# ---- design 1 ----
Fig. 1: design 1, where the registers sit
The bar under the picture is 20 um long. Other sequential cells in the stronger grey, the rest of the logic in the fainter grey.
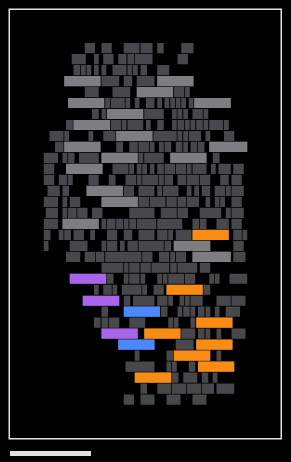

**config.mk**
```make
export PLATFORM = sky130hd
export DESIGN_NAME = lr35902_dma
export DESIGN_NICKNAME = d
export VERILOG_FILES = /design/src/rtl/lr35902_dma.sv
export SDC_FILE = /design/constraint.sdc
export NUM_CORES = 1
export LEC_CHECK = 0
export ABC_AREA = 1
export CAP_MARGIN = 10
export CORE_AREA = 8 8 59 98
export DETAILED_ROUTE_END_ITERATION = 12
export DIE_AREA = 0 0 67 106
export PLACE_DENSITY = 0.76
export SLEW_MARGIN = 25
export SYNTH_ARGS = -nofsm -noshare
export SYNTH_HDL_FRONTEND = slang
export SYNTH_SLANG_ARGS = --single-unit
```
**constraint.sdc**
```tcl
create_clock -name i_clk -period 1.4 [get_ports i_clk]
set_input_delay 0.14 -clock i_clk [delete_from_list [all_inputs] [get_ports i_clk]]
set_output_delay 0.14 -clock i_clk [all_outputs]
set_load 0.02 [all_outputs]
```
**src/rtl/lr35902_dma.sv**
```systemverilog
// OAM DMA controller (FF46). A write of a source page copies LEN bytes from
// {page, 00..LEN-1} into OAM, one byte per SLOT-clock M-cycle, after a short
// start delay that lets the external bus handover settle.
module lr35902_dma #(
  parameter int LEN       = 160,
  parameter int SLOT      = 4,
  parameter int START_DLY = 4
) (
  input  logic        i_clk,
  input  logic        i_reset,
  input  logic [7:0]  i_reg_din,
  output logic [7:0]  o_reg_dout,
  input  logic        i_reg_write,
  output logic        o_active,
  output logic        o_drv_ext,
  output logic [15:0] o_adr_rd,
  output logic        o_rd,
  input  logic [7:0]  i_din,
  output logic [7:0]  o_adr_wr,
  output logic        o_wr,
  output logic [7:0]  o_dout
);

  localparam int PW = (SLOT > 1) ? $clog2(SLOT) : 1;
  localparam int CW = $clog2(START_DLY + 1);

  typedef enum logic [1:0] {S_IDLE, S_START, S_XFER} state_t;

  state_t        r_state, w_state_nxt;
  logic [7:0]    r_page,  w_page_nxt;
  logic [CW-1:0] r_cnt,   w_cnt_nxt;
  logic [7:0]    r_idx,   w_idx_nxt;
  logic [PW-1:0] r_phase, w_phase_nxt;
  logic [7:0]    r_dout,  w_dout_nxt;

  logic [7:0]    w_src;
  logic          w_xfer;

  // Echo RAM E0..FF mirrors C0..DF, so clear bit 5 for those pages.
  assign w_src  = (r_page[7:5] == 3'b111) ? (r_page & 8'hDF) : r_page;
  assign w_xfer = (r_state == S_XFER);

  assign o_reg_dout = r_page;
  assign o_active   = (r_state != S_IDLE);
  // VRAM (80..9F) is read locally; every other source needs the external bus.
  assign o_drv_ext  = o_active && (w_src[7:5] != 3'b100);
  assign o_adr_rd   = w_xfer ? {w_src, r_idx} : 16'h0000;
  assign o_rd       = w_xfer && (r_phase < PW'(SLOT - 1));
  assign o_wr       = w_xfer && (r_phase == PW'(SLOT - 1));
  assign o_adr_wr   = r_idx;
  assign o_dout     = r_dout;

  // State register; async reset clears everything, so no wr can follow it.
  always_ff @(posedge i_clk or posedge i_reset) begin
    if (i_reset) begin
      r_state <= S_IDLE;
      r_page  <= 8'h00;
      r_cnt   <= '0;
      r_idx   <= 8'h00;
      r_phase <= '0;
      r_dout  <= 8'h00;
    end else begin
      r_state <= w_state_nxt;
      r_page  <= w_page_nxt;
      r_cnt   <= w_cnt_nxt;
      r_idx   <= w_idx_nxt;
      r_phase <= w_phase_nxt;
      r_dout  <= w_dout_nxt;
    end
  end

  // Next-state: start delay, then SLOT phases per byte; a page write always
  // (re)starts the sequence, which also drops an aborted byte's pending wr.
  always_comb begin
    w_state_nxt = r_state;
    w_page_nxt  = r_page;
    w_cnt_nxt   = r_cnt;
    w_idx_nxt   = r_idx;
    w_phase_nxt = r_phase;
    w_dout_nxt  = r_dout;
    case (r_state)
      S_IDLE: ;
      S_START: begin
        if (r_cnt == CW'(START_DLY - 1)) begin
          w_state_nxt = S_XFER;
          w_idx_nxt   = 8'h00;
          w_phase_nxt = '0;
        end else begin
          w_cnt_nxt = r_cnt + 1'b1;
        end
      end
      S_XFER: begin
        if (r_phase == PW'(SLOT - 2))
          w_dout_nxt = i_din;
        if (r_phase == PW'(SLOT - 1)) begin
          w_phase_nxt = '0;
          if (r_idx == 8'(LEN - 1)) begin
            w_state_nxt = S_IDLE;
            w_idx_nxt   = 8'h00;
          end else begin
            w_idx_nxt = r_idx + 8'h01;
          end
        end else begin
          w_phase_nxt = r_phase + 1'b1;
        end
      end
      default: w_state_nxt = S_IDLE;
    endcase
    if (i_reg_write) begin
      w_page_nxt  = i_reg_din;
      w_state_nxt = S_START;
      w_cnt_nxt   = '0;
      w_idx_nxt   = 8'h00;
      w_phase_nxt = '0;
      w_dout_nxt  = r_dout;
    end
  end

endmodule

```
# ---- design 2 ----
### src/rtl/serial_adder_pkg.sv
// Shared types for the bit-serial adder controller.
// State encoding and counter sizing helper.
package serial_adder_pkg;

  typedef enum logic [1:0] {
    IDLE,
    ADD,
    DONE
  } state_t;

  function automatic int cnt_w(input int w);
    return (w > 1) ? $clog2(w) : 1;
  endfunction

endpackage

### src/rtl/serial_adder_ctrl_if.sv
// Operand/result handshake bundle for serial_adder_ctrl.
// overflow exists only when SERIAL_ADDER_OVF_EN is defined.
interface serial_adder_ctrl_if #(
  parameter int WIDTH = 8
);

  logic             in_valid;
  logic             in_ready;
  logic [WIDTH-1:0] a;
  logic [WIDTH-1:0] b;
  logic             cin;
  logic             out_valid;
  logic             out_ready;
  logic [WIDTH-1:0] sum;
  logic             carry;
  logic             busy;
`ifdef SERIAL_ADDER_OVF_EN
  logic             overflow;
`endif

`ifdef SERIAL_ADDER_OVF_EN
  modport master (
    output in_valid, a, b, cin, out_ready,
    input  in_ready, out_valid, sum, carry,
    input  busy, overflow
  );

  modport slave (
    input  in_valid, a, b, cin, out_ready,
    output in_ready, out_valid, sum, carry,
    output busy, overflow
  );
`else
  modport master (
    output in_valid, a, b, cin, out_ready,
    input  in_ready, out_valid, sum, carry,
    input  busy
  );

  modport slave (
    input  in_valid, a, b, cin, out_ready,
    output in_ready, out_valid, sum, carry,
    output busy
  );
`endif

endinterface

### src/rtl/full_adder_slice.sv
// One-bit full adder from two half adders and an OR.
module full_adder_slice (
  input  logic a_i,
  input  logic b_i,
  input  logic cin_i,
  output logic sum_o,
  output logic cout_o
);

  logic s0, c0, c1;

  half_adder u_ha0 (
    .a_i (a_i),
    .b_i (b_i),
    .s_o (s0),
    .c_o (c0)
  );

  half_adder u_ha1 (
    .a_i (s0),
    .b_i (cin_i),
    .s_o (sum_o),
    .c_o (c1)
  );

  assign cout_o = c0 | c1;

endmodule

### src/rtl/half_adder.sv
// One-bit half adder.
module half_adder (
  input  logic a_i,
  input  logic b_i,
  output logic s_o,
  output logic c_o
);

  assign s_o = a_i ^ b_i;
  assign c_o = a_i & b_i;

endmodule

### src/rtl/serial_adder_ctrl.sv
// Bit-serial adder controller: one full-adder slice, LSB first.
// Optional signed overflow flag via SERIAL_ADDER_OVF_EN.
import serial_adder_pkg::*;

module serial_adder_ctrl #(
  parameter int WIDTH = 8
) (
  input logic           clk,
  input logic           rst,
  serial_adder_ctrl_if.slave bus
);

  localparam int CW = cnt_w(WIDTH);
  localparam logic [CW-1:0] LAST = CW'(WIDTH - 1);

  state_t           state_q, state_d;
  logic [CW-1:0]    cnt_q, cnt_d;
  logic [WIDTH-1:0] a_q, a_d;
  logic [WIDTH-1:0] b_q, b_d;
  logic [WIDTH-1:0] sum_q, sum_d;
  logic             c_q, c_d;
  logic             fa_s, fa_co;

  full_adder_slice u_fa (
    .a_i    (a_q[cnt_q]),
    .b_i    (b_q[cnt_q]),
    .cin_i  (c_q),
    .sum_o  (fa_s),
    .cout_o (fa_co)
  );

  always_ff @(posedge clk) begin
    if (rst) begin
      state_q <= IDLE;
      cnt_q   <= '0;
      a_q     <= '0;
      b_q     <= '0;
      sum_q   <= '0;
      c_q     <= 1'b0;
    end else begin
      state_q <= state_d;
      cnt_q   <= cnt_d;
      a_q     <= a_d;
      b_q     <= b_d;
      sum_q   <= sum_d;
      c_q     <= c_d;
    end
  end

  always_comb begin
    state_d = state_q;
    cnt_d   = cnt_q;
    a_d     = a_q;
    b_d     = b_q;
    sum_d   = sum_q;
    c_d     = c_q;
    unique case (state_q)
      IDLE: begin
        if (bus.in_valid) begin
          a_d     = bus.a;
          b_d     = bus.b;
          c_d     = bus.cin;
          cnt_d   = '0;
          sum_d   = '0;
          state_d = ADD;
        end
      end
      ADD: begin
        sum_d[cnt_q] = fa_s;
        c_d          = fa_co;
        // counter parks on the last bit; accept re-zeroes it
        if (cnt_q == LAST) state_d = DONE;
        else               cnt_d   = cnt_q + 1'b1;
      end
      DONE: begin
        if (bus.out_ready) state_d = IDLE;
      end
      default: state_d = IDLE;
    endcase
  end

  assign bus.in_ready  = (state_q == IDLE);
  assign bus.out_valid = (state_q == DONE);
  assign bus.busy      = (state_q != IDLE);
  assign bus.sum       = sum_q;
  assign bus.carry     = c_q;

`ifdef SERIAL_ADDER_OVF_EN
  logic ovf_q;

  // carry into the MSB is c_q on the final slice cycle
  always_ff @(posedge clk) begin
    if (rst)
      ovf_q <= 1'b0;
    else if (state_q == IDLE && bus.in_valid)
      ovf_q <= 1'b0;
    else if (state_q == ADD && cnt_q == LAST)
      ovf_q <= c_q ^ fa_co;
  end

  assign bus.overflow = ovf_q;
`endif

endmodule

### src/flat_wrapper.sv
// flat-port wrapper written by rule: the top's interface ports become plain ports
module serial_adder_ctrl_flat 
#(
  parameter int WIDTH = 8
)
  (clk, rst, bus_in_valid, bus_a, bus_b, bus_cin, bus_out_ready, bus_in_ready, bus_out_valid, bus_sum, bus_carry, bus_busy);
  serial_adder_ctrl_if #(.WIDTH(WIDTH)) bus_i ();
  input logic clk;
  input logic rst;
  input wire logic [$bits(bus_i.in_valid)-1:0] bus_in_valid;
  input wire logic [$bits(bus_i.a)-1:0] bus_a;
  input wire logic [$bits(bus_i.b)-1:0] bus_b;
  input wire logic [$bits(bus_i.cin)-1:0] bus_cin;
  input wire logic [$bits(bus_i.out_ready)-1:0] bus_out_ready;
  output wire logic [$bits(bus_i.in_ready)-1:0] bus_in_ready;
  output wire logic [$bits(bus_i.out_valid)-1:0] bus_out_valid;
  output wire logic [$bits(bus_i.sum)-1:0] bus_sum;
  output wire logic [$bits(bus_i.carry)-1:0] bus_carry;
  output wire logic [$bits(bus_i.busy)-1:0] bus_busy;
  assign bus_i.in_valid = bus_in_valid;
  assign bus_i.a = bus_a;
  assign bus_i.b = bus_b;
  assign bus_i.cin = bus_cin;
  assign bus_i.out_ready = bus_out_ready;
  assign bus_in_ready = bus_i.in_ready;
  assign bus_out_valid = bus_i.out_valid;
  assign bus_sum = bus_i.sum;
  assign bus_carry = bus_i.carry;
  assign bus_busy = bus_i.busy;
  serial_adder_ctrl #(.WIDTH(WIDTH)) u_core (.clk(clk), .rst(rst), .bus(bus_i));
endmodule
### config.mk
export PLATFORM = sky130hd
export DESIGN_NAME = serial_adder_ctrl_flat
export DESIGN_NICKNAME = d
export VERILOG_FILES = /design/src/rtl/serial_adder_pkg.sv /design/src/rtl/serial_adder_ctrl_if.sv /design/src/rtl/full_adder_slice.sv /design/src/rtl/half_adder.sv /design/src/rtl/serial_adder_ctrl.sv /design/src/flat_wrapper.sv
export SDC_FILE = /design/constraint.sdc
export NUM_CORES = 1
export LEC_CHECK = 0
export ABC_AREA = 1
export CORE_MARGIN = 4
export CORE_UTILIZATION = 50
export CTS_BUF_LIST = sky130_fd_sc_hd__clkbuf_8 sky130_fd_sc_hd__clkbuf_16
export DETAILED_ROUTE_END_ITERATION = 12
export GPL_TIMING_DRIVEN = 0
export MAX_ROUTING_LAYER = met4
export PLACE_DENSITY_LB_ADDON = 0.2
export SYNTH_ARGS = -nofsm -noshare
export SYNTH_HDL_FRONTEND = slang
export SYNTH_SLANG_ARGS = --single-unit
### constraint.sdc
create_clock -name clk -period 4.3 [get_ports clk]
set_clock_uncertainty 0.15 [all_clocks]
set_input_delay 0.43 -clock clk [delete_from_list [all_inputs] [get_ports clk]]
set_output_delay 0.43 -clock clk [all_outputs]
set_load 0.02 [all_outputs]
# ---- design 3 ----
**src/rtl/jk_pkg.sv**
```systemverilog
// Shared mode encodings for the JK register/counter bank.
package jk_pkg;

  localparam logic [1:0] MODE_JK   = 2'b00;
  localparam logic [1:0] MODE_LOAD = 2'b01;
  localparam logic [1:0] MODE_UP   = 2'b10;
  localparam logic [1:0] MODE_DOWN = 2'b11;

endpackage

```
**src/rtl/jk_cell.sv**
```systemverilog
// Single JK flip-flop with asynchronous active-high reset to RST_BIT.
module jk_cell #(
  parameter logic RST_BIT = 1'b0
) (
  input  logic clk,
  input  logic rst,
  input  logic j,
  input  logic k,
  output logic q
);

  logic q_q;

  always_ff @(posedge clk or posedge rst) begin
    if (rst) begin
      q_q <= RST_BIT;
    end else begin
      case ({j, k})
        2'b00:   q_q <= q_q;
        2'b01:   q_q <= 1'b0;
        2'b10:   q_q <= 1'b1;
        default: q_q <= ~q_q;
      endcase
    end
  end

  assign q = q_q;

endmodule

```
**src/rtl/jk_reg_counter.sv**
```systemverilog
// WIDTH-bit bank of JK cells steered per mode: per-bit JK, parallel load, up/down count,
// with terminal-count and change-detect status.
module jk_reg_counter
  import jk_pkg::*;
#(
  parameter int unsigned      WIDTH    = 8,
  parameter logic [WIDTH-1:0] RST_VAL  = '0,
  parameter bit               SATURATE = 1'b0
) (
  input  logic             clk,
  input  logic             rst,
  input  logic             en,
  input  logic [1:0]       mode,
  input  logic [WIDTH-1:0] j,
  input  logic [WIDTH-1:0] k,
  input  logic [WIDTH-1:0] d,
  output logic [WIDTH-1:0] q,
  output logic             tc,
  output logic             changed
);

  logic [WIDTH-1:0] up_te;
  logic [WIDTH-1:0] dn_te;
  logic [WIDTH-1:0] cell_j;
  logic [WIDTH-1:0] cell_k;
  logic [WIDTH-1:0] q_next;
  logic             all_ones;
  logic             all_zero;
  logic             sat_hold;
  logic             changed_d;
  logic             changed_q;

  // Classic synchronous JK counter: bit i toggles when all lower bits are 1 (up) / 0 (down).
  assign up_te[0] = 1'b1;
  assign dn_te[0] = 1'b1;
  for (genvar i = 1; i < WIDTH; i++) begin : g_te
    assign up_te[i] = &q[i-1:0];
    assign dn_te[i] = ~|q[i-1:0];
  end

  assign all_ones = &q;
  assign all_zero = ~|q;
  assign sat_hold = SATURATE && (((mode == MODE_UP) && all_ones) ||
                                 ((mode == MODE_DOWN) && all_zero));

  // Unused data inputs never reach the cells, so X there cannot leak into q.
  always_comb begin
    cell_j = '0;
    cell_k = '0;
    if (en) begin
      case (mode)
        MODE_JK: begin
          cell_j = j;
          cell_k = k;
        end
        MODE_LOAD: begin
          cell_j = d;
          cell_k = ~d;
        end
        MODE_UP: begin
          if (!sat_hold) begin
            cell_j = up_te;
            cell_k = up_te;
          end
        end
        default: begin
          if (!sat_hold) begin
            cell_j = dn_te;
            cell_k = dn_te;
          end
        end
      endcase
    end
  end

  for (genvar i = 0; i < WIDTH; i++) begin : g_cell
    jk_cell #(
      .RST_BIT(RST_VAL[i])
    ) u_cell (
      .clk(clk),
      .rst(rst),
      .j  (cell_j[i]),
      .k  (cell_k[i]),
      .q  (q[i])
    );
  end

  assign q_next    = (cell_j & ~q) | (~cell_k & q);
  assign changed_d = en & (q_next != q);

  always_ff @(posedge clk or posedge rst) begin
    if (rst) begin
      changed_q <= 1'b0;
    end else begin
      changed_q <= changed_d;
    end
  end

  assign changed = changed_q;
  assign tc = en & (((mode == MODE_UP) & all_ones) | ((mode == MODE_DOWN) & all_zero));

endmodule

```
**config.mk**
```make
export PLATFORM = sky130hd
export DESIGN_NAME = jk_reg_counter
export DESIGN_NICKNAME = d
export VERILOG_FILES = /design/src/rtl/jk_pkg.sv /design/src/rtl/jk_cell.sv /design/src/rtl/jk_reg_counter.sv
export SDC_FILE = /design/constraint.sdc
export NUM_CORES = 1
export LEC_CHECK = 0
export CAP_MARGIN = 30
export CORE_MARGIN = 5
export CORE_UTILIZATION = 35
export CTS_BUF_LIST = sky130_fd_sc_hd__clkbuf_16
export DETAILED_ROUTE_END_ITERATION = 8
export GPL_TIMING_DRIVEN = 0
export PLACE_DENSITY_LB_ADDON = 0.05
export SYNTH_ARGS = -nofsm -noshare
export SYNTH_HDL_FRONTEND = slang
export SYNTH_HIERARCHICAL = 1
export SYNTH_SLANG_ARGS = --single-unit
export TNS_END_PERCENT = 20
```
**constraint.sdc**
```tcl
create_clock -name clk -period 3.9 [get_ports clk]
set_input_delay 1.17 -clock clk [delete_from_list [all_inputs] [get_ports clk]]
set_output_delay 1.17 -clock clk [all_outputs]
set_load 0.05 [all_outputs]
```
# ---- design 4 ----
## src/rtl/hit_buffer_l1_ctrl_pkg.sv

```systemverilog
// Shared widths and constants for the hit-buffer / L1-buffer controller.
package hit_buffer_l1_ctrl_pkg;

    localparam int unsigned ADDR_WIDTH    = 9;
    localparam int unsigned L1_ADDR_WIDTH = 5;

    localparam int unsigned              OVF_CNT_WIDTH = 8;
    localparam logic [OVF_CNT_WIDTH-1:0] OVF_CNT_MAX   = '1;

endpackage

```

## src/rtl/hit_buffer_l1_ctrl_if.sv

```systemverilog
// Hit-buffer, L1-buffer and readout signals of the controller.
interface hit_buffer_l1_ctrl_if
    import hit_buffer_l1_ctrl_pkg::*;
#(
    parameter int unsigned ADDRWIDTH   = ADDR_WIDTH,
    parameter int unsigned L1ADDRWIDTH = L1_ADDR_WIDTH
) ();

    logic [ADDRWIDTH-1:0]     latency;
    logic                     L1A;
    logic [ADDRWIDTH-1:0]     hbWrAddr;
    logic [ADDRWIDTH-1:0]     hbRdAddr;
    logic                     hbRden;
    logic                     hbOutHit;
    logic                     l1Wren;
    logic [L1ADDRWIDTH-1:0]   l1WrAddr;
    logic                     l1Hit;
    logic                     l1Rden;
    logic [L1ADDRWIDTH-1:0]   l1RdAddr;
    logic                     l1OutHit;
    logic                     rdReq;
    logic                     rdValid;
    logic                     rdHit;
    logic                     empty;
    logic                     full;
    logic [L1ADDRWIDTH:0]     occupancy;
    logic [OVF_CNT_WIDTH-1:0] overflowCnt;

    // Controller side
    modport master (
        input  latency, L1A, hbOutHit, l1OutHit, rdReq,
        output hbWrAddr, hbRdAddr, hbRden, l1Wren, l1WrAddr, l1Hit,
               l1Rden, l1RdAddr, rdValid, rdHit, empty, full, occupancy,
               overflowCnt
    );

    // Parent / SRAM wrapper / readout side
    modport slave (
        output latency, L1A, hbOutHit, l1OutHit, rdReq,
        input  hbWrAddr, hbRdAddr, hbRden, l1Wren, l1WrAddr, l1Hit,
               l1Rden, l1RdAddr, rdValid, rdHit, empty, full, occupancy,
               overflowCnt
    );

endinterface

```

## src/rtl/hit_buffer_l1_ctrl_l1_fifo_ptr_ctrl.sv

```systemverilog
// L1 event buffer FIFO bookkeeping: pointers, occupancy, flags, accept logic.
module l1_fifo_ptr_ctrl
    import hit_buffer_l1_ctrl_pkg::*;
#(
    parameter int unsigned AW = L1_ADDR_WIDTH
) (
    input  logic          clk,
    input  logic          reset,
    input  logic          push_req,
    input  logic          pop_req,
    output logic          push_ok,
    output logic          push_drop,
    output logic          pop_ok,
    output logic [AW-1:0] wr_ptr,
    output logic [AW-1:0] rd_ptr,
    output logic [AW:0]   occupancy,
    output logic          full,
    output logic          empty
);

    localparam int unsigned OW    = AW + 1;
    localparam int unsigned DEPTH = 1 << AW;

    logic [AW-1:0] wr_ptr_q;
    logic [AW-1:0] rd_ptr_q;
    logic [AW:0]   occ_q;

    // Flags come from registered occupancy; a full buffer refuses pushes even with a pop
    assign full      = (occ_q == OW'(DEPTH));
    assign empty     = (occ_q == '0);
    assign push_ok   = reset & push_req & ~full;
    assign push_drop = reset & push_req & full;
    assign pop_ok    = reset & pop_req & ~empty;

    assign wr_ptr    = wr_ptr_q;
    assign rd_ptr    = rd_ptr_q;
    assign occupancy = occ_q;

    // Pointer advance and occupancy tracking
    always_ff @(posedge clk) begin
        if (!reset) begin
            wr_ptr_q <= '0;
            rd_ptr_q <= '0;
            occ_q    <= '0;
        end else begin
            if (push_ok) wr_ptr_q <= wr_ptr_q + AW'(1);
            if (pop_ok)  rd_ptr_q <= rd_ptr_q + AW'(1);
            if (push_ok && !pop_ok)      occ_q <= occ_q + OW'(1);
            else if (!push_ok && pop_ok) occ_q <= occ_q - OW'(1);
        end
    end

endmodule

```

## src/rtl/hit_buffer_l1_ctrl.sv

```systemverilog
// Hit-buffer addressing, trigger retrieval and L1 event buffer control.
module hit_buffer_l1_ctrl
    import hit_buffer_l1_ctrl_pkg::*;
#(
    parameter int unsigned ADDRWIDTH   = ADDR_WIDTH,
    parameter int unsigned L1ADDRWIDTH = L1_ADDR_WIDTH
) (
    input  logic                 clk,
    input  logic                 reset,
    hit_buffer_l1_ctrl_if.master bus
);

    logic [ADDRWIDTH-1:0]     wr_addr_q;
    logic                     p1_q;
    logic                     rd_valid_q;
    logic [OVF_CNT_WIDTH-1:0] ovf_q;

    logic                     push_ok;
    logic                     push_drop;
    logic                     pop_ok;
    logic [L1ADDRWIDTH-1:0]   wr_ptr;
    logic [L1ADDRWIDTH-1:0]   rd_ptr;
    logic [L1ADDRWIDTH:0]     occupancy;
    logic                     full;
    logic                     empty;

    // Free-running circular write pointer of the hit buffer
    always_ff @(posedge clk) begin
        if (!reset) wr_addr_q <= '0;
        else        wr_addr_q <= wr_addr_q + ADDRWIDTH'(1);
    end

    // Trigger pending flag: hit-buffer data lands one cycle after the read
    always_ff @(posedge clk) begin
        if (!reset) p1_q <= 1'b0;
        else        p1_q <= bus.L1A;
    end

    // Saturating count of triggers dropped on a full L1 buffer
    always_ff @(posedge clk) begin
        if (!reset)                                 ovf_q <= '0;
        else if (push_drop && ovf_q != OVF_CNT_MAX) ovf_q <= ovf_q + OVF_CNT_WIDTH'(1);
    end

    // Readout strobe follows an accepted pop by one cycle
    always_ff @(posedge clk) begin
        if (!reset) rd_valid_q <= 1'b0;
        else        rd_valid_q <= pop_ok;
    end

    l1_fifo_ptr_ctrl #(
        .AW (L1ADDRWIDTH)
    ) u_l1_fifo_ptr_ctrl (
        .clk       (clk),
        .reset     (reset),
        .push_req  (p1_q),
        .pop_req   (bus.rdReq),
        .push_ok   (push_ok),
        .push_drop (push_drop),
        .pop_ok    (pop_ok),
        .wr_ptr    (wr_ptr),
        .rd_ptr    (rd_ptr),
        .occupancy (occupancy),
        .full      (full),
        .empty     (empty)
    );

    assign bus.hbWrAddr    = wr_addr_q;
    assign bus.hbRdAddr    = wr_addr_q - bus.latency;
    assign bus.hbRden      = bus.L1A & reset;
    assign bus.l1Wren      = push_ok;
    assign bus.l1WrAddr    = wr_ptr;
    assign bus.l1Hit       = bus.hbOutHit;
    assign bus.l1Rden      = pop_ok;
    assign bus.l1RdAddr    = rd_ptr;
    assign bus.rdValid     = rd_valid_q;
    assign bus.rdHit       = bus.l1OutHit;
    assign bus.empty       = empty;
    assign bus.full        = full;
    assign bus.occupancy   = occupancy;
    assign bus.overflowCnt = ovf_q;

endmodule

```

## src/flat_wrapper.sv

```systemverilog
// flat-port wrapper written by rule: the top's interface ports become plain ports
module hit_buffer_l1_ctrl_flat import hit_buffer_l1_ctrl_pkg::*;
#(
    parameter int unsigned ADDRWIDTH   = ADDR_WIDTH,
    parameter int unsigned L1ADDRWIDTH = L1_ADDR_WIDTH
)
  (clk, reset, bus_latency, bus_L1A, bus_hbOutHit, bus_l1OutHit, bus_rdReq, bus_hbWrAddr, bus_hbRdAddr, bus_hbRden, bus_l1Wren, bus_l1WrAddr, bus_l1Hit, bus_l1Rden, bus_l1RdAddr, bus_rdValid, bus_rdHit, bus_empty, bus_full, bus_occupancy, bus_overflowCnt);
  hit_buffer_l1_ctrl_if #(.ADDRWIDTH(ADDRWIDTH), .L1ADDRWIDTH(L1ADDRWIDTH)) bus_i ();
  input  logic clk;
  input  logic reset;
  input wire logic [$bits(bus_i.latency)-1:0] bus_latency;
  input wire logic [$bits(bus_i.L1A)-1:0] bus_L1A;
  input wire logic [$bits(bus_i.hbOutHit)-1:0] bus_hbOutHit;
  input wire logic [$bits(bus_i.l1OutHit)-1:0] bus_l1OutHit;
  input wire logic [$bits(bus_i.rdReq)-1:0] bus_rdReq;
  output wire logic [$bits(bus_i.hbWrAddr)-1:0] bus_hbWrAddr;
  output wire logic [$bits(bus_i.hbRdAddr)-1:0] bus_hbRdAddr;
  output wire logic [$bits(bus_i.hbRden)-1:0] bus_hbRden;
  output wire logic [$bits(bus_i.l1Wren)-1:0] bus_l1Wren;
  output wire logic [$bits(bus_i.l1WrAddr)-1:0] bus_l1WrAddr;
  output wire logic [$bits(bus_i.l1Hit)-1:0] bus_l1Hit;
  output wire logic [$bits(bus_i.l1Rden)-1:0] bus_l1Rden;
  output wire logic [$bits(bus_i.l1RdAddr)-1:0] bus_l1RdAddr;
  output wire logic [$bits(bus_i.rdValid)-1:0] bus_rdValid;
  output wire logic [$bits(bus_i.rdHit)-1:0] bus_rdHit;
  output wire logic [$bits(bus_i.empty)-1:0] bus_empty;
  output wire logic [$bits(bus_i.full)-1:0] bus_full;
  output wire logic [$bits(bus_i.occupancy)-1:0] bus_occupancy;
  output wire logic [$bits(bus_i.overflowCnt)-1:0] bus_overflowCnt;
  assign bus_i.latency = bus_latency;
  assign bus_i.L1A = bus_L1A;
  assign bus_i.hbOutHit = bus_hbOutHit;
  assign bus_i.l1OutHit = bus_l1OutHit;
  assign bus_i.rdReq = bus_rdReq;
  assign bus_hbWrAddr = bus_i.hbWrAddr;
  assign bus_hbRdAddr = bus_i.hbRdAddr;
  assign bus_hbRden = bus_i.hbRden;
  assign bus_l1Wren = bus_i.l1Wren;
  assign bus_l1WrAddr = bus_i.l1WrAddr;
  assign bus_l1Hit = bus_i.l1Hit;
  assign bus_l1Rden = bus_i.l1Rden;
  assign bus_l1RdAddr = bus_i.l1RdAddr;
  assign bus_rdValid = bus_i.rdValid;
  assign bus_rdHit = bus_i.rdHit;
  assign bus_empty = bus_i.empty;
  assign bus_full = bus_i.full;
  assign bus_occupancy = bus_i.occupancy;
  assign bus_overflowCnt = bus_i.overflowCnt;
  hit_buffer_l1_ctrl #(.ADDRWIDTH(ADDRWIDTH), .L1ADDRWIDTH(L1ADDRWIDTH)) u_core (.clk(clk), .reset(reset), .bus(bus_i));
endmodule
```

## config.mk

```make
export PLATFORM = sky130hd
export DESIGN_NAME = hit_buffer_l1_ctrl_flat
export DESIGN_NICKNAME = d
export VERILOG_FILES = /design/src/rtl/hit_buffer_l1_ctrl_pkg.sv /design/src/rtl/hit_buffer_l1_ctrl_if.sv /design/src/rtl/hit_buffer_l1_ctrl_l1_fifo_ptr_ctrl.sv /design/src/rtl/hit_buffer_l1_ctrl.sv /design/src/flat_wrapper.sv
export SDC_FILE = /design/constraint.sdc
export NUM_CORES = 1
export LEC_CHECK = 0
export CORE_UTILIZATION = 43
export CTS_BUF_LIST = sky130_fd_sc_hd__clkbuf_4
export DETAILED_ROUTE_END_ITERATION = 8
export GPL_ROUTABILITY_DRIVEN = 0
export PLACE_DENSITY = 0.76
export SYNTH_ARGS = -nofsm -noshare
export SYNTH_HDL_FRONTEND = slang
export SYNTH_SLANG_ARGS = --single-unit
```

## constraint.sdc

```tcl
create_clock -name clk -period 2.89 [get_ports clk]
set_input_delay 0.867 -clock clk [delete_from_list [all_inputs] [get_ports clk]]
set_output_delay 0.867 -clock clk [all_outputs]
set_load 0.02 [all_outputs]
```

Fig. 2: design 3, the clock network
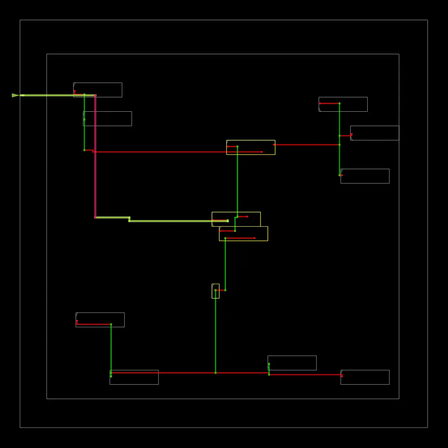
clock latency on the worst-skew pair: 240 ps
worst setup skew after layout: 4.62 ps

==> impl.org, design 3 <==
#+TITLE: Flow metrics

** Synth
- Adder-cell area share of the yosys netlist :: between 10% and 20%
- The post-synth count of flops with an enable pin is 0.
- Yosys reported a register bit count of 9.
- In the Yosys report, the sequential cells make up 14.3% of the chip area.

** Worst setup path
- STA reports a reg2reg setup slack of between 1000 and 1500 ps.
- In this run the critical register-to-register path is captured at g_cell[7].u_cell/q.
- STA classifies the critical path endpoint as an output pin.

** Power and ir drop
- Per the breakdown, switching nets consume a little under half of all power.
- Power density of the placed cells :: between 400 and 500 nW/um^2

** Die
- The floorplan step defined a core boundary enclosing around 4400 um^2.
- For this configuration, the core starts out at a cell density of a little over a third.
- The initialized floorplan defines 24 standard-cell rows.

** Routing
- Final wirelength :: about 4.2 mm

** STA
- Headroom to the max-slew limit :: between 60% and 70%
- Worst-case hold slack :: between 500 and 600 ps
- Unrepaired setup endpoints after global routing :: yes

** Cells and area
- Diodes inserted :: 0
- Area growth syn-to-layout :: 34.3%
- The register with the most flip-flops in the layout has 8 of them.
- For the completed layout, the total cell area is recorded as 2120 um^2.

** Run status
- Outcome :: finished, final reports clean

** Clock tree
- CTS reports a maximum clock tree buffer depth of 2.
- TritonCTS built the clock tree.
- Post-CTS resize count :: 18

** Place
- Hpwl dp :: ~3.3 mm
- Weighted congestion at the end of routability-driven global placement :: roughly 0.85
- Setup slack at placement :: -1260 ps
- # placed instances :: about 300

** Run
- Max-cap violations in this run came to 0.
==> design 3: per-layer routing <==
metal	track usage (%)	vias to the layer above	routed length, um
li1	-	822	-
met1	19.8	713	2060
met2	22.5	44	1870
met3	2.69	4	193
met4	4.47	0	44
met5	0	-	0
==> design 3: layout make-up <==
cell class,instances,area [um^2]
Clock buffer,3,75.1
Fill cell,439,2230
Tap cell,52,65.1
Sequential cell,9,225
Buffer,9,45.0
Clock inverter,1,3.75
Multi-Input combinational cell,161,1190
Inverter,31,116
Timing Repair Buffer,39,397
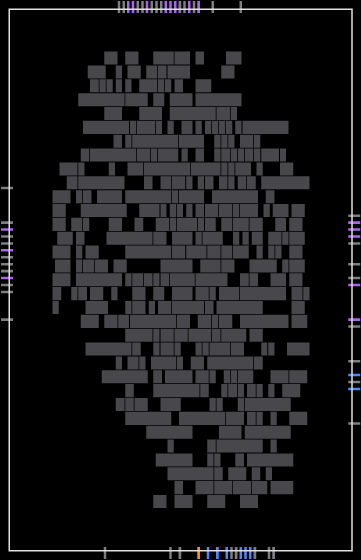
Fig. 3. Pin placement (design 1).
Pins as bars across the die edge, other pins in grey.
[o_adr_rd] purple | pins: 16 | direction: output | edge: 8 top, 5 right, 3 left
[o_rd] orange | pins: 1 | direction: output | edge: bottom
[i_din] blue | pins: 8 | direction: input | edge: 6 bottom, 2 right

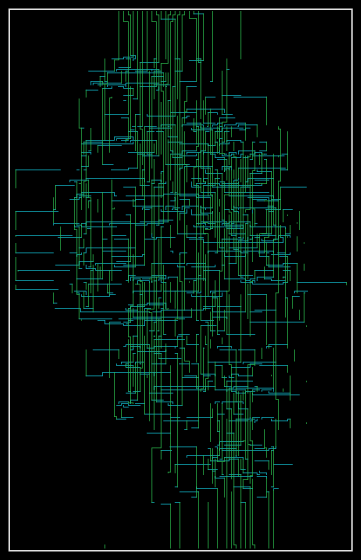
Fig. 4. Wiring by layer (design 1).
Two of the layers only.
[metal 2] green | wire length: 3,000 um
[metal 1] cyan | wire length: 1,690 um

About Fig. 1:
[r_cnt] purple | flops: 3
[r_phase] blue | flops: 2
[o_dout] orange | flops: 8
not coloured: 18

==> impl.org, design 1 <==
#+TITLE: Flow metrics

** Power and ir drop
- In this run, power in flip-flops and latches comes to slightly below 1 mW.
- Part of the power in registers :: about 45%

** Run status
- Outcome :: finished, final reports clean

** STA
- The smallest clock period supported by the final layout is computed as ~1400 ps.
- The last timing report of the flow puts the setup violation total at 0.
- Worst-case hold slack :: ~220 ps
- Final-report hold violation count :: 0
- For this run, the top clock speed supported by timing is 0.715 GHz.

** Place
- Detailed placement finished with a half-perimeter wire length of 3.73 mm.
- Cell area after placement :: approximately 2500 um^2
- The final weighted congestion recorded by global placement is around 0.81.

** Clock tree
- Cell at the root of the clock tree :: clkbuf_8
- Post-CTS repair ended up resizing 104 cells.

** Routing
- In this run the top signal layer used is met4.
- Antenna Nets Post-Route :: 0
- Using the TritonRoute via totals, the vias-per-cell ratio works out to 4.94.

** Cells and area
- Layout inverter count without the clock tree :: 30
- Once layout is done, the placed cells without fillers occupy roughly 2700 um^2.
- Comb area share :: roughly 31%
- By instance count after routing, the leading logic cell types are nand2_1, buf_4, dfrtp_1.
- Looking at the area split, the leading class of cells is multi-input combinational cells.

** Synth
- Counting flops with an async set or reset pin after synthesis yields a share of 100%.
- Leading post-synthesis cells by instance count :: nand2_1, dfrtp_1, inv_1
- Post-synth mux share :: 0%

** Global routing
- Met2 layer usage reported by global route :: between 20% and 30%

** Worst setup path
- Largest driver fanout on the critical path :: 7
[design 1: final timing paths]
check                             startpoint  slack [ps]            end
max in group asynchronous            i_reset        1000    o_adr_wr[0]
worst max-delay path                r_cnt[0]           2    o_adr_wr[7]
worst min register to register     o_dout[0]         460      o_dout[0]
worst max register to register      r_cnt[0]           2    o_adr_wr[7]
min in group i_clk              i_reg_din[6]         420  o_reg_dout[6]
worst min-delay path                 i_reset         220      o_dout[3]
[design 1: registers in the layout (all words and copies together) (netlist names)]
register    flops
o_adr_wr        8
o_dout          8
o_reg_dout      8
r_cnt           3
r_phase         2
r_state         2
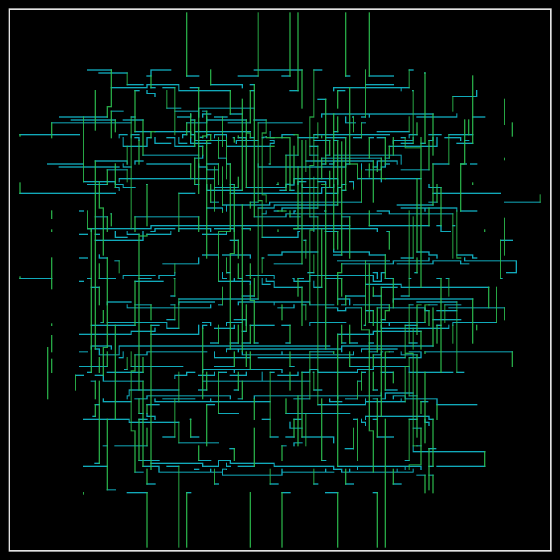
Fig. 5. Wiring by layer (design 2).
Two of the layers only.
[metal 2] green | wire length: 1,410 um
[metal 1] cyan | wire length: 1,450 um

==> impl.org, design 2 <==
#+TITLE: Flow metrics

** Cells and area
- 0 antenna diodes ended up in the layout.
- The finished layout reports a core utilization of 68.6%.
- Share of final-layout standard cells stronger than drive strength 1 :: between 7 and 8%
- Nets :: 291

** Global routing
- For this run the aggregate overflow at the end of global routing stands at 0.
- The global routing report lists met3 layer usage as between 4 and 5%.

** Routing
- The routed design uses 236 um of met3 wire.
- The detailed router placed approximately 1.5k vias in this run.

** Die
- Ports placed on the boundary :: 33
- Floorplan die height :: 62.5 um

** Place
- Cell area after placement :: ~1800 um^2

** Clock tree
- Clock-pin slew on the worst setup and hold paths :: roughly 60 ps
- Clk sinks :: 30

** Synth
- For this run, the number of Yosys warnings is 0.
- The largest total area in the synthesized netlist belongs to dfxtp_1.
- Post-synthesis sequential area ratio :: a little over 40%
- Fraction of the mapped netlist area in simple logic gates :: a little over a third
- Area fraction in compound gates :: between 10% and 20%

** Run status
- The run finished with clean final reports.

** Worst setup path
- Arrival time of data at the critical path endpoint :: roughly 2400 ps
- In this run the worst setup path terminates at u_core.bus.sum[0].
- STA shows the worst reg2reg path with a cell count of 14.
- Top delay family on crit path :: simple AND/OR/NAND/NOR gates
- The worst setup path is launched from a register.
- Register-to-Register Setup Slack :: roughly 1900 ps

** STA
- Final hold analysis gives a worst-case slack of 331 ps.
-- design 2: flip-flops by register name (all words and copies together), names as in the netlist --
| name | flops |
|---|---|
| u_core.a_q | 8 |
| u_core.b_q | 8 |
| u_core.bus.sum | 8 |
| u_core.cnt_q | 3 |
| u_core.state_q | 2 |
| u_core.bus.carry | 1 |
-- design 2: cell type report --
cell class,count,area (um^2)
fillers,273,882
multi-input cells,169,762
flip-flops and latches,30,601
repair buffers,32,320
inverters,20,76.3
clock buffers,5,68.8
plain buffers,9,48.8
well taps,31,38.8
clock inverters,2,7.51
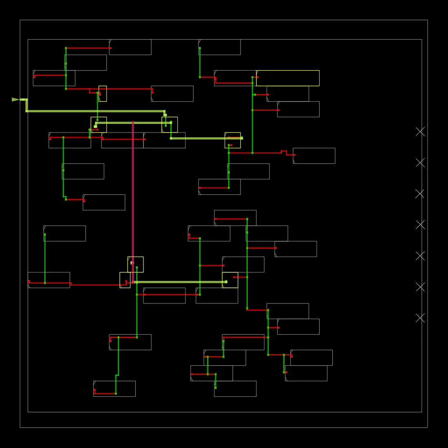
Fig. 6. The clock network (design 4).
flip-flops: 35
clock latency on the worst-skew pair: 340 ps
clk sinks: 35
CLK BUF: 5

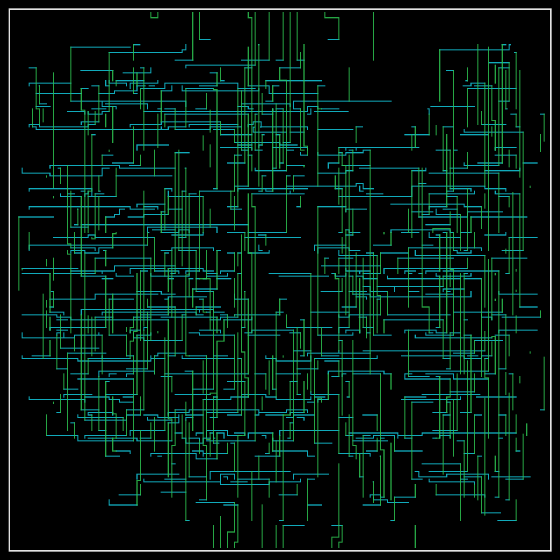
Fig. 7. Wiring by layer (design 4).
Two of the layers only.
[metal 1] cyan | wire length: 2,230 um
[metal 2] green | wire length: 2,520 um

==> impl.org, design 4 <==
#+TITLE: Flow metrics

** Run status
- Outcome :: complete, but fails checks
- Violations in the final reports :: design-rule violations, negative setup slack

** Power and ir drop
- P_int :: 1.35 mW
- Summing internal, switching and leakage power gives about 2.2 mW.
- Per report_power, the Clock row totals 343 uW.
- Combinational-cell power consumption :: about 1.2 mW
- For this design the total switching power over the nets is 853 uW.

** Synth
- Post-synth the commonest register cell is dfxtp_1.
- Area fraction in compound gates :: a little under an eighth

** STA
- Headroom to the max-slew limit :: about 70%
- Number of max-slew violations in the final report :: 0
- Final-report setup violation count :: 5
- In the post-route analysis, the smallest setup slack over all paths is -244 ps.
- Share of the clock period used by the worst path :: 108%

** Routing
- Wire segments on met2 add up to 2.52 mm in the final route.
- Detailed-route via count :: 1,992
- Wire segments on met3 add up to about 330 um in the final route.
- Number of remaining DRC errors :: 7

** Cells and area
- Flip-flop count of the largest register after layout :: 9
- Layout Cells excl Fill :: a little under 400

** Die
- Fp_density :: between 40 and 50%
- According to the I/O placement log, the pin count is 65.
- Die Outline Area :: 5100 um^2

** Min path
- Worst hold path endpoint :: u_core.u_l1_fifo_ptr_ctrl.rd_ptr[1]

** Worst setup path
- The worst setup path is captured at an output pin.

** Clock tree
- Quantity of hold-fixing buffers added after cts :: 0
design 4: area by class of cell:
cell class	count	area, um^2
multi-input cells	176	1470
fillers	332	1180
repair buffers	104	923
flip-flops and latches	35	701
inverters	21	81.3
well taps	52	65.1
clock inverters	3	38.8
clock buffers	5	37.5
design 4: worst max-delay path: stages:
cell and delay, ps:
buf_8 100, inv_4 50, ha_4 190, nor2b_4 130
o2111ai_2 180, nand3_2 110, o41a_1 360, xor2_2 160
buf_6 130
design 4: metal layers:
layer  GRT usage (%)  vias up
li1                -     1020
met1            25.0      912
met4            4.00        0
met5               0        -
met3            4.50        5
met2            35.3       55

==> notes/layouts.md <==
Pictures saved along the way, in no particular order.

Selected gate families.
The bar under the picture is 20 um long.
shot_01.png
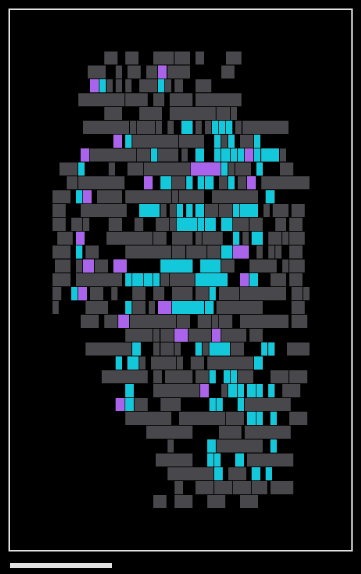
shot_02.png
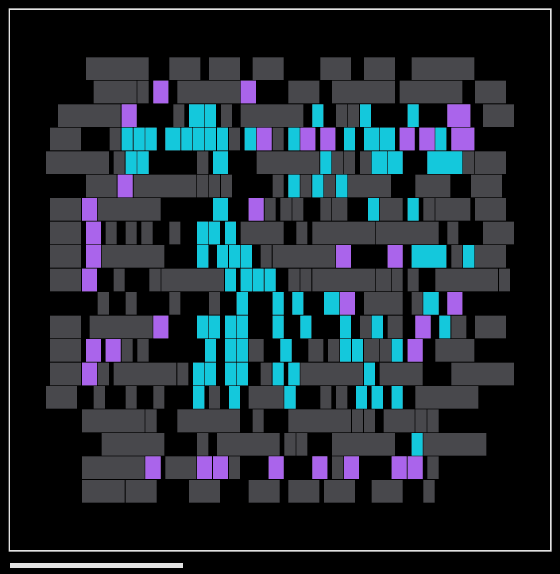
shot_03.png
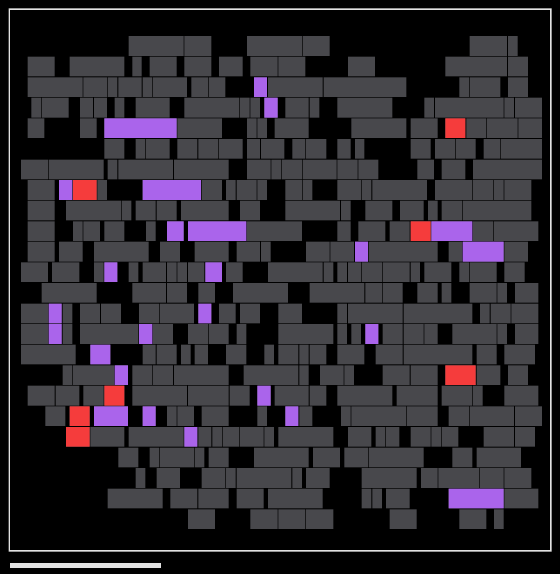
shot_04.png
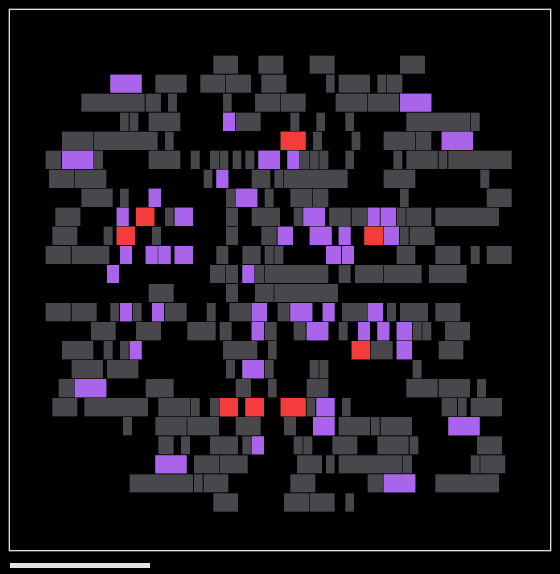
| from | picture |
|---|---|
| design 4 | shot_03.png |
| design 1 | shot_01.png |
| design 2 | shot_02.png |
| design 3 | shot_04.png |

Key to shot_04.png:
[aoi and oai cells] purple | cells: 48 | most used: a21oi_1
[non-inverting ao/oa cells] red | cells: 8 | most used: a21o_1 | where: middle


# ---- design 5 ----
Fig. 8: design 5, where the registers sit
The bar under the picture is 20 um long. Other sequential cells in the stronger grey, the rest of the logic in the fainter grey.
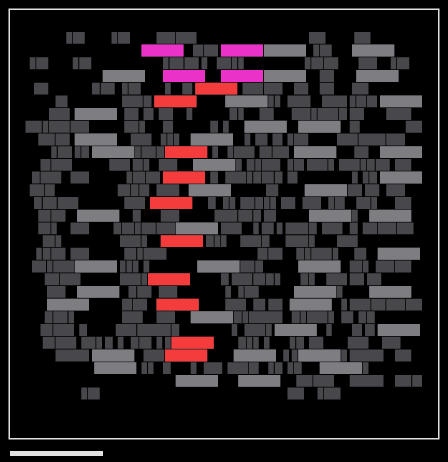
Fig. 9: design 5, wiring by layer
Two of the layers only.
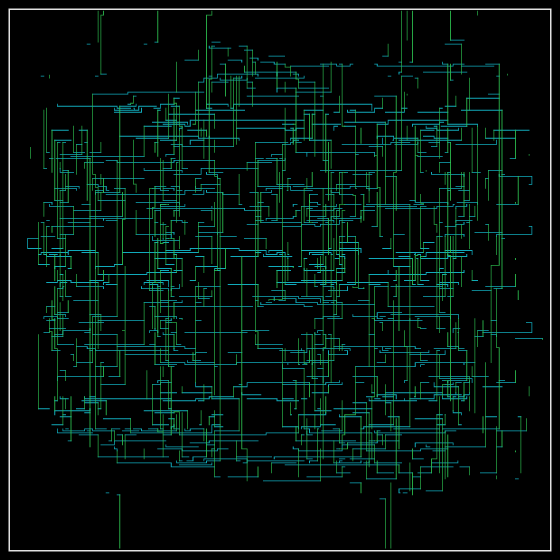
Fig. 10: design 5, pin placement
Pins as bars across the die edge, other pins in grey.
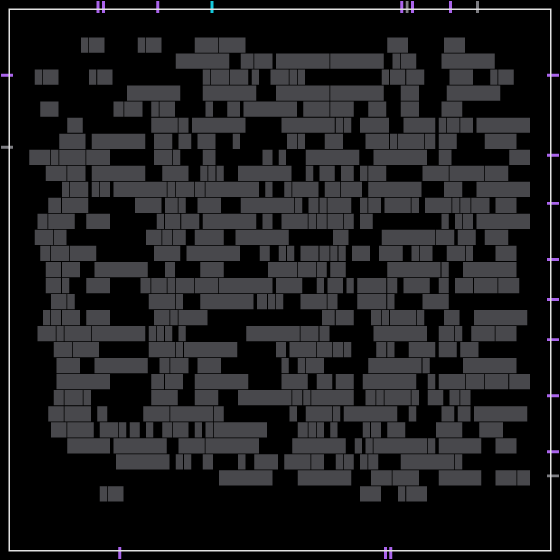
File: src/rtl/sigma_delta_decimator.sv
// sigma_delta_decimator: sinc^2 CIC decimator, 1-bit bitstream -> signed NBITS.MBITS PCM, ratio 2**LOG2_R.
// dout_valid pulses 2 clks after each R-th strobe; define SIGMA_DELTA_DEC_WARMUP_MASK_EN to hide the first 2 outputs.
module sigma_delta_decimator #(
  parameter int NBITS  = 2,
  parameter int MBITS  = 16,
  parameter int LOG2_R = 4
) (
  input  logic                   clk,
  input  logic                   reset,
  input  logic                   din,
  input  logic                   din_valid,
  output logic [NBITS+MBITS-1:0] dout,
  output logic                   dout_valid
);

  localparam int W  = 2*LOG2_R + 2;
  localparam int DW = NBITS + MBITS;
  localparam int SH = MBITS - 2*LOG2_R;

  logic signed [W-1:0]  i1, i2, i2_d, c1_d;
  logic signed [W-1:0]  x, c1, c2;
  logic signed [DW-1:0] c2_ext;
  logic [LOG2_R-1:0]    cnt;
  logic                 tick;
  logic                 open;

  // All arithmetic wraps modulo 2**W; the comb differences cancel the wrap exactly.
  assign x      = din ? W'(1) : '1;
  assign c1     = i2 - i2_d;
  assign c2     = c1 - c1_d;
  assign c2_ext = DW'($signed(c2));

`ifdef SIGMA_DELTA_DEC_WARMUP_MASK_EN
  logic [1:0] warm;

  // Saturates at 2: the first two frame ticks carry the integrator start-up transient.
  always_ff @(posedge clk or posedge reset) begin
    if (reset) begin
      warm <= 2'd0;
    end else if (tick && warm != 2'd2) begin
      warm <= warm + 2'd1;
    end
  end

  assign open = (warm == 2'd2);
`else
  assign open = 1'b1;
`endif

  always_ff @(posedge clk or posedge reset) begin
    if (reset) begin
      i1         <= '0;
      i2         <= '0;
      cnt        <= '0;
      tick       <= 1'b0;
      i2_d       <= '0;
      c1_d       <= '0;
      dout       <= '0;
      dout_valid <= 1'b0;
    end else begin
      tick       <= din_valid && (cnt == '1);
      dout_valid <= 1'b0;
      if (din_valid) begin
        i1  <= i1 + x;
        i2  <= i2 + i1;
        cnt <= cnt + LOG2_R'(1);
      end
      // Comb runs on the tick cycle from the pre-update i2, even if a strobe lands here.
      if (tick) begin
        i2_d       <= i2;
        c1_d       <= c1;
        dout       <= c2_ext <<< SH;
        dout_valid <= open;
      end
    end
  end

endmodule
File: config.mk
export PLATFORM = sky130hd
export DESIGN_NAME = sigma_delta_decimator
export DESIGN_NICKNAME = d
export VERILOG_FILES = /design/src/rtl/sigma_delta_decimator.sv
export SDC_FILE = /design/constraint.sdc
export NUM_CORES = 1
export LEC_CHECK = 0
export CORE_MARGIN = 3
export CORE_UTILIZATION = 50
export DETAILED_ROUTE_END_ITERATION = 8
export GPL_TIMING_DRIVEN = 0
export PLACE_DENSITY = 0.67
export SETUP_SLACK_MARGIN = 0.5
export SLEW_MARGIN = 30
export SYNTH_ARGS = -nofsm -noshare
export SYNTH_HDL_FRONTEND = slang
export SYNTH_SLANG_ARGS = --single-unit
File: constraint.sdc
create_clock -name clk -period 4.43 [get_ports clk]
set_input_delay 0.443 -clock clk [delete_from_list [all_inputs] [get_ports clk]]
set_output_delay 0.443 -clock clk [all_outputs]
set_load 0.03 [all_outputs]
==> impl.org <==
#+TITLE: Flow metrics

** Run status
- Outcome :: finished, final reports clean

** Synth
- In this run the mean area of a mapped cell was around 10 um^2.
- Number of storage elements in the synthesis netlist :: around 56

** Worst setup path
- Terminus of the critical flop-to-flop path :: dout[17]
- STA classifies the critical path startpoint as a register.
- In this design, the largest share of critical-path delay is due to AND-OR/OR-AND gates.

** Cells and area
- The biggest slice of the area belongs to multi-input combinational cells.
- Commonest cells after routing, fill and taps aside :: dfrtp_1, ha_1, inv_1

** Routing
- Starting DRT DRC Count :: around 60

** STA
- Top achievable clock speed :: 0.276 GHz

** Clock tree
- Looking at the post-CTS report, the setup buffer insertion count equals 0.

** Global routing
- GRT Util Overall :: 16.1%
- The first global-routing pass estimated approximately 11 mm of wire.
About Fig. 8:
[i2] red | flops: 10
[cnt] magenta | flops: 4 | where: top middle
not coloured: 42

About Fig. 9:
[metal 2] green | wire length: 2,920 um
[metal 1] cyan | wire length: 2,780 um

About Fig. 10:
[dout] purple | pins: 18 | direction: output | edge: 8 right, 6 top, 3 bottom, 1 left
[din_valid] cyan | pins: 1 | direction: input | edge: top
all pins by edge: 9 top, 9 right, 3 bottom, 2 left

[flip-flops by register name, indices dropped and copies added, names as in the netlist]
signal / cells
i2: 10
c1_d: 10
i1: 10
tick: 1
dout_valid: 1
i2_d: 10
dout: 10
cnt: 4
[kinds of logic (layout without fill, tap and decap cells)]
family,after synthesis,after routing
adder cells (fa/ha/maj),40,40
flip-flops,56,56
AND/OR/NAND/NOR,75,75
XOR/XNOR,34,34
AND-OR/OR-AND,85,85
multiplexers,25,25
buffers and inverters,52,74
other,1,8


==> notes/layouts.md <==
Pictures saved along the way, in no particular order.

The clock network.
picture 1
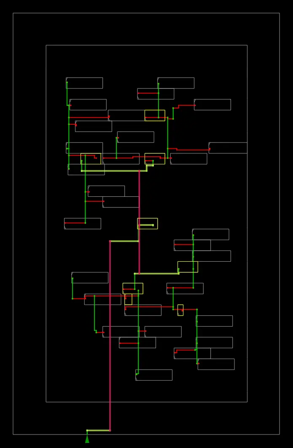
picture 2
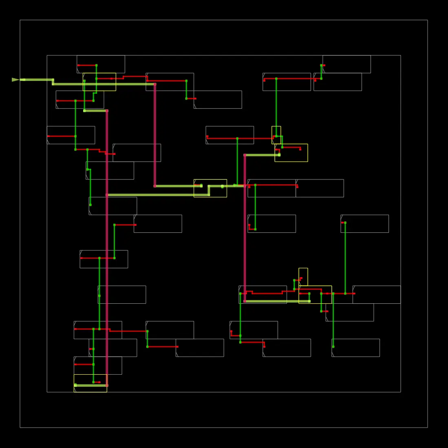
picture 3
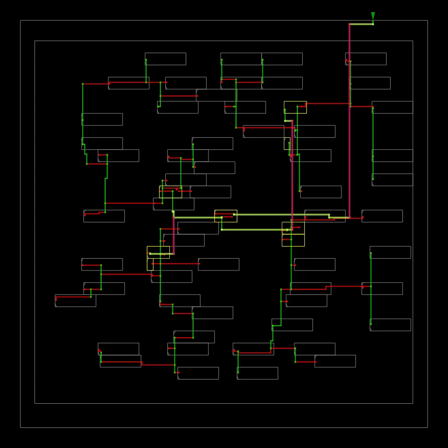
picture 3 -> design 5
picture 2 -> design 2
picture 1 -> design 1

Power is estimated from default activity; no workload was simulated.
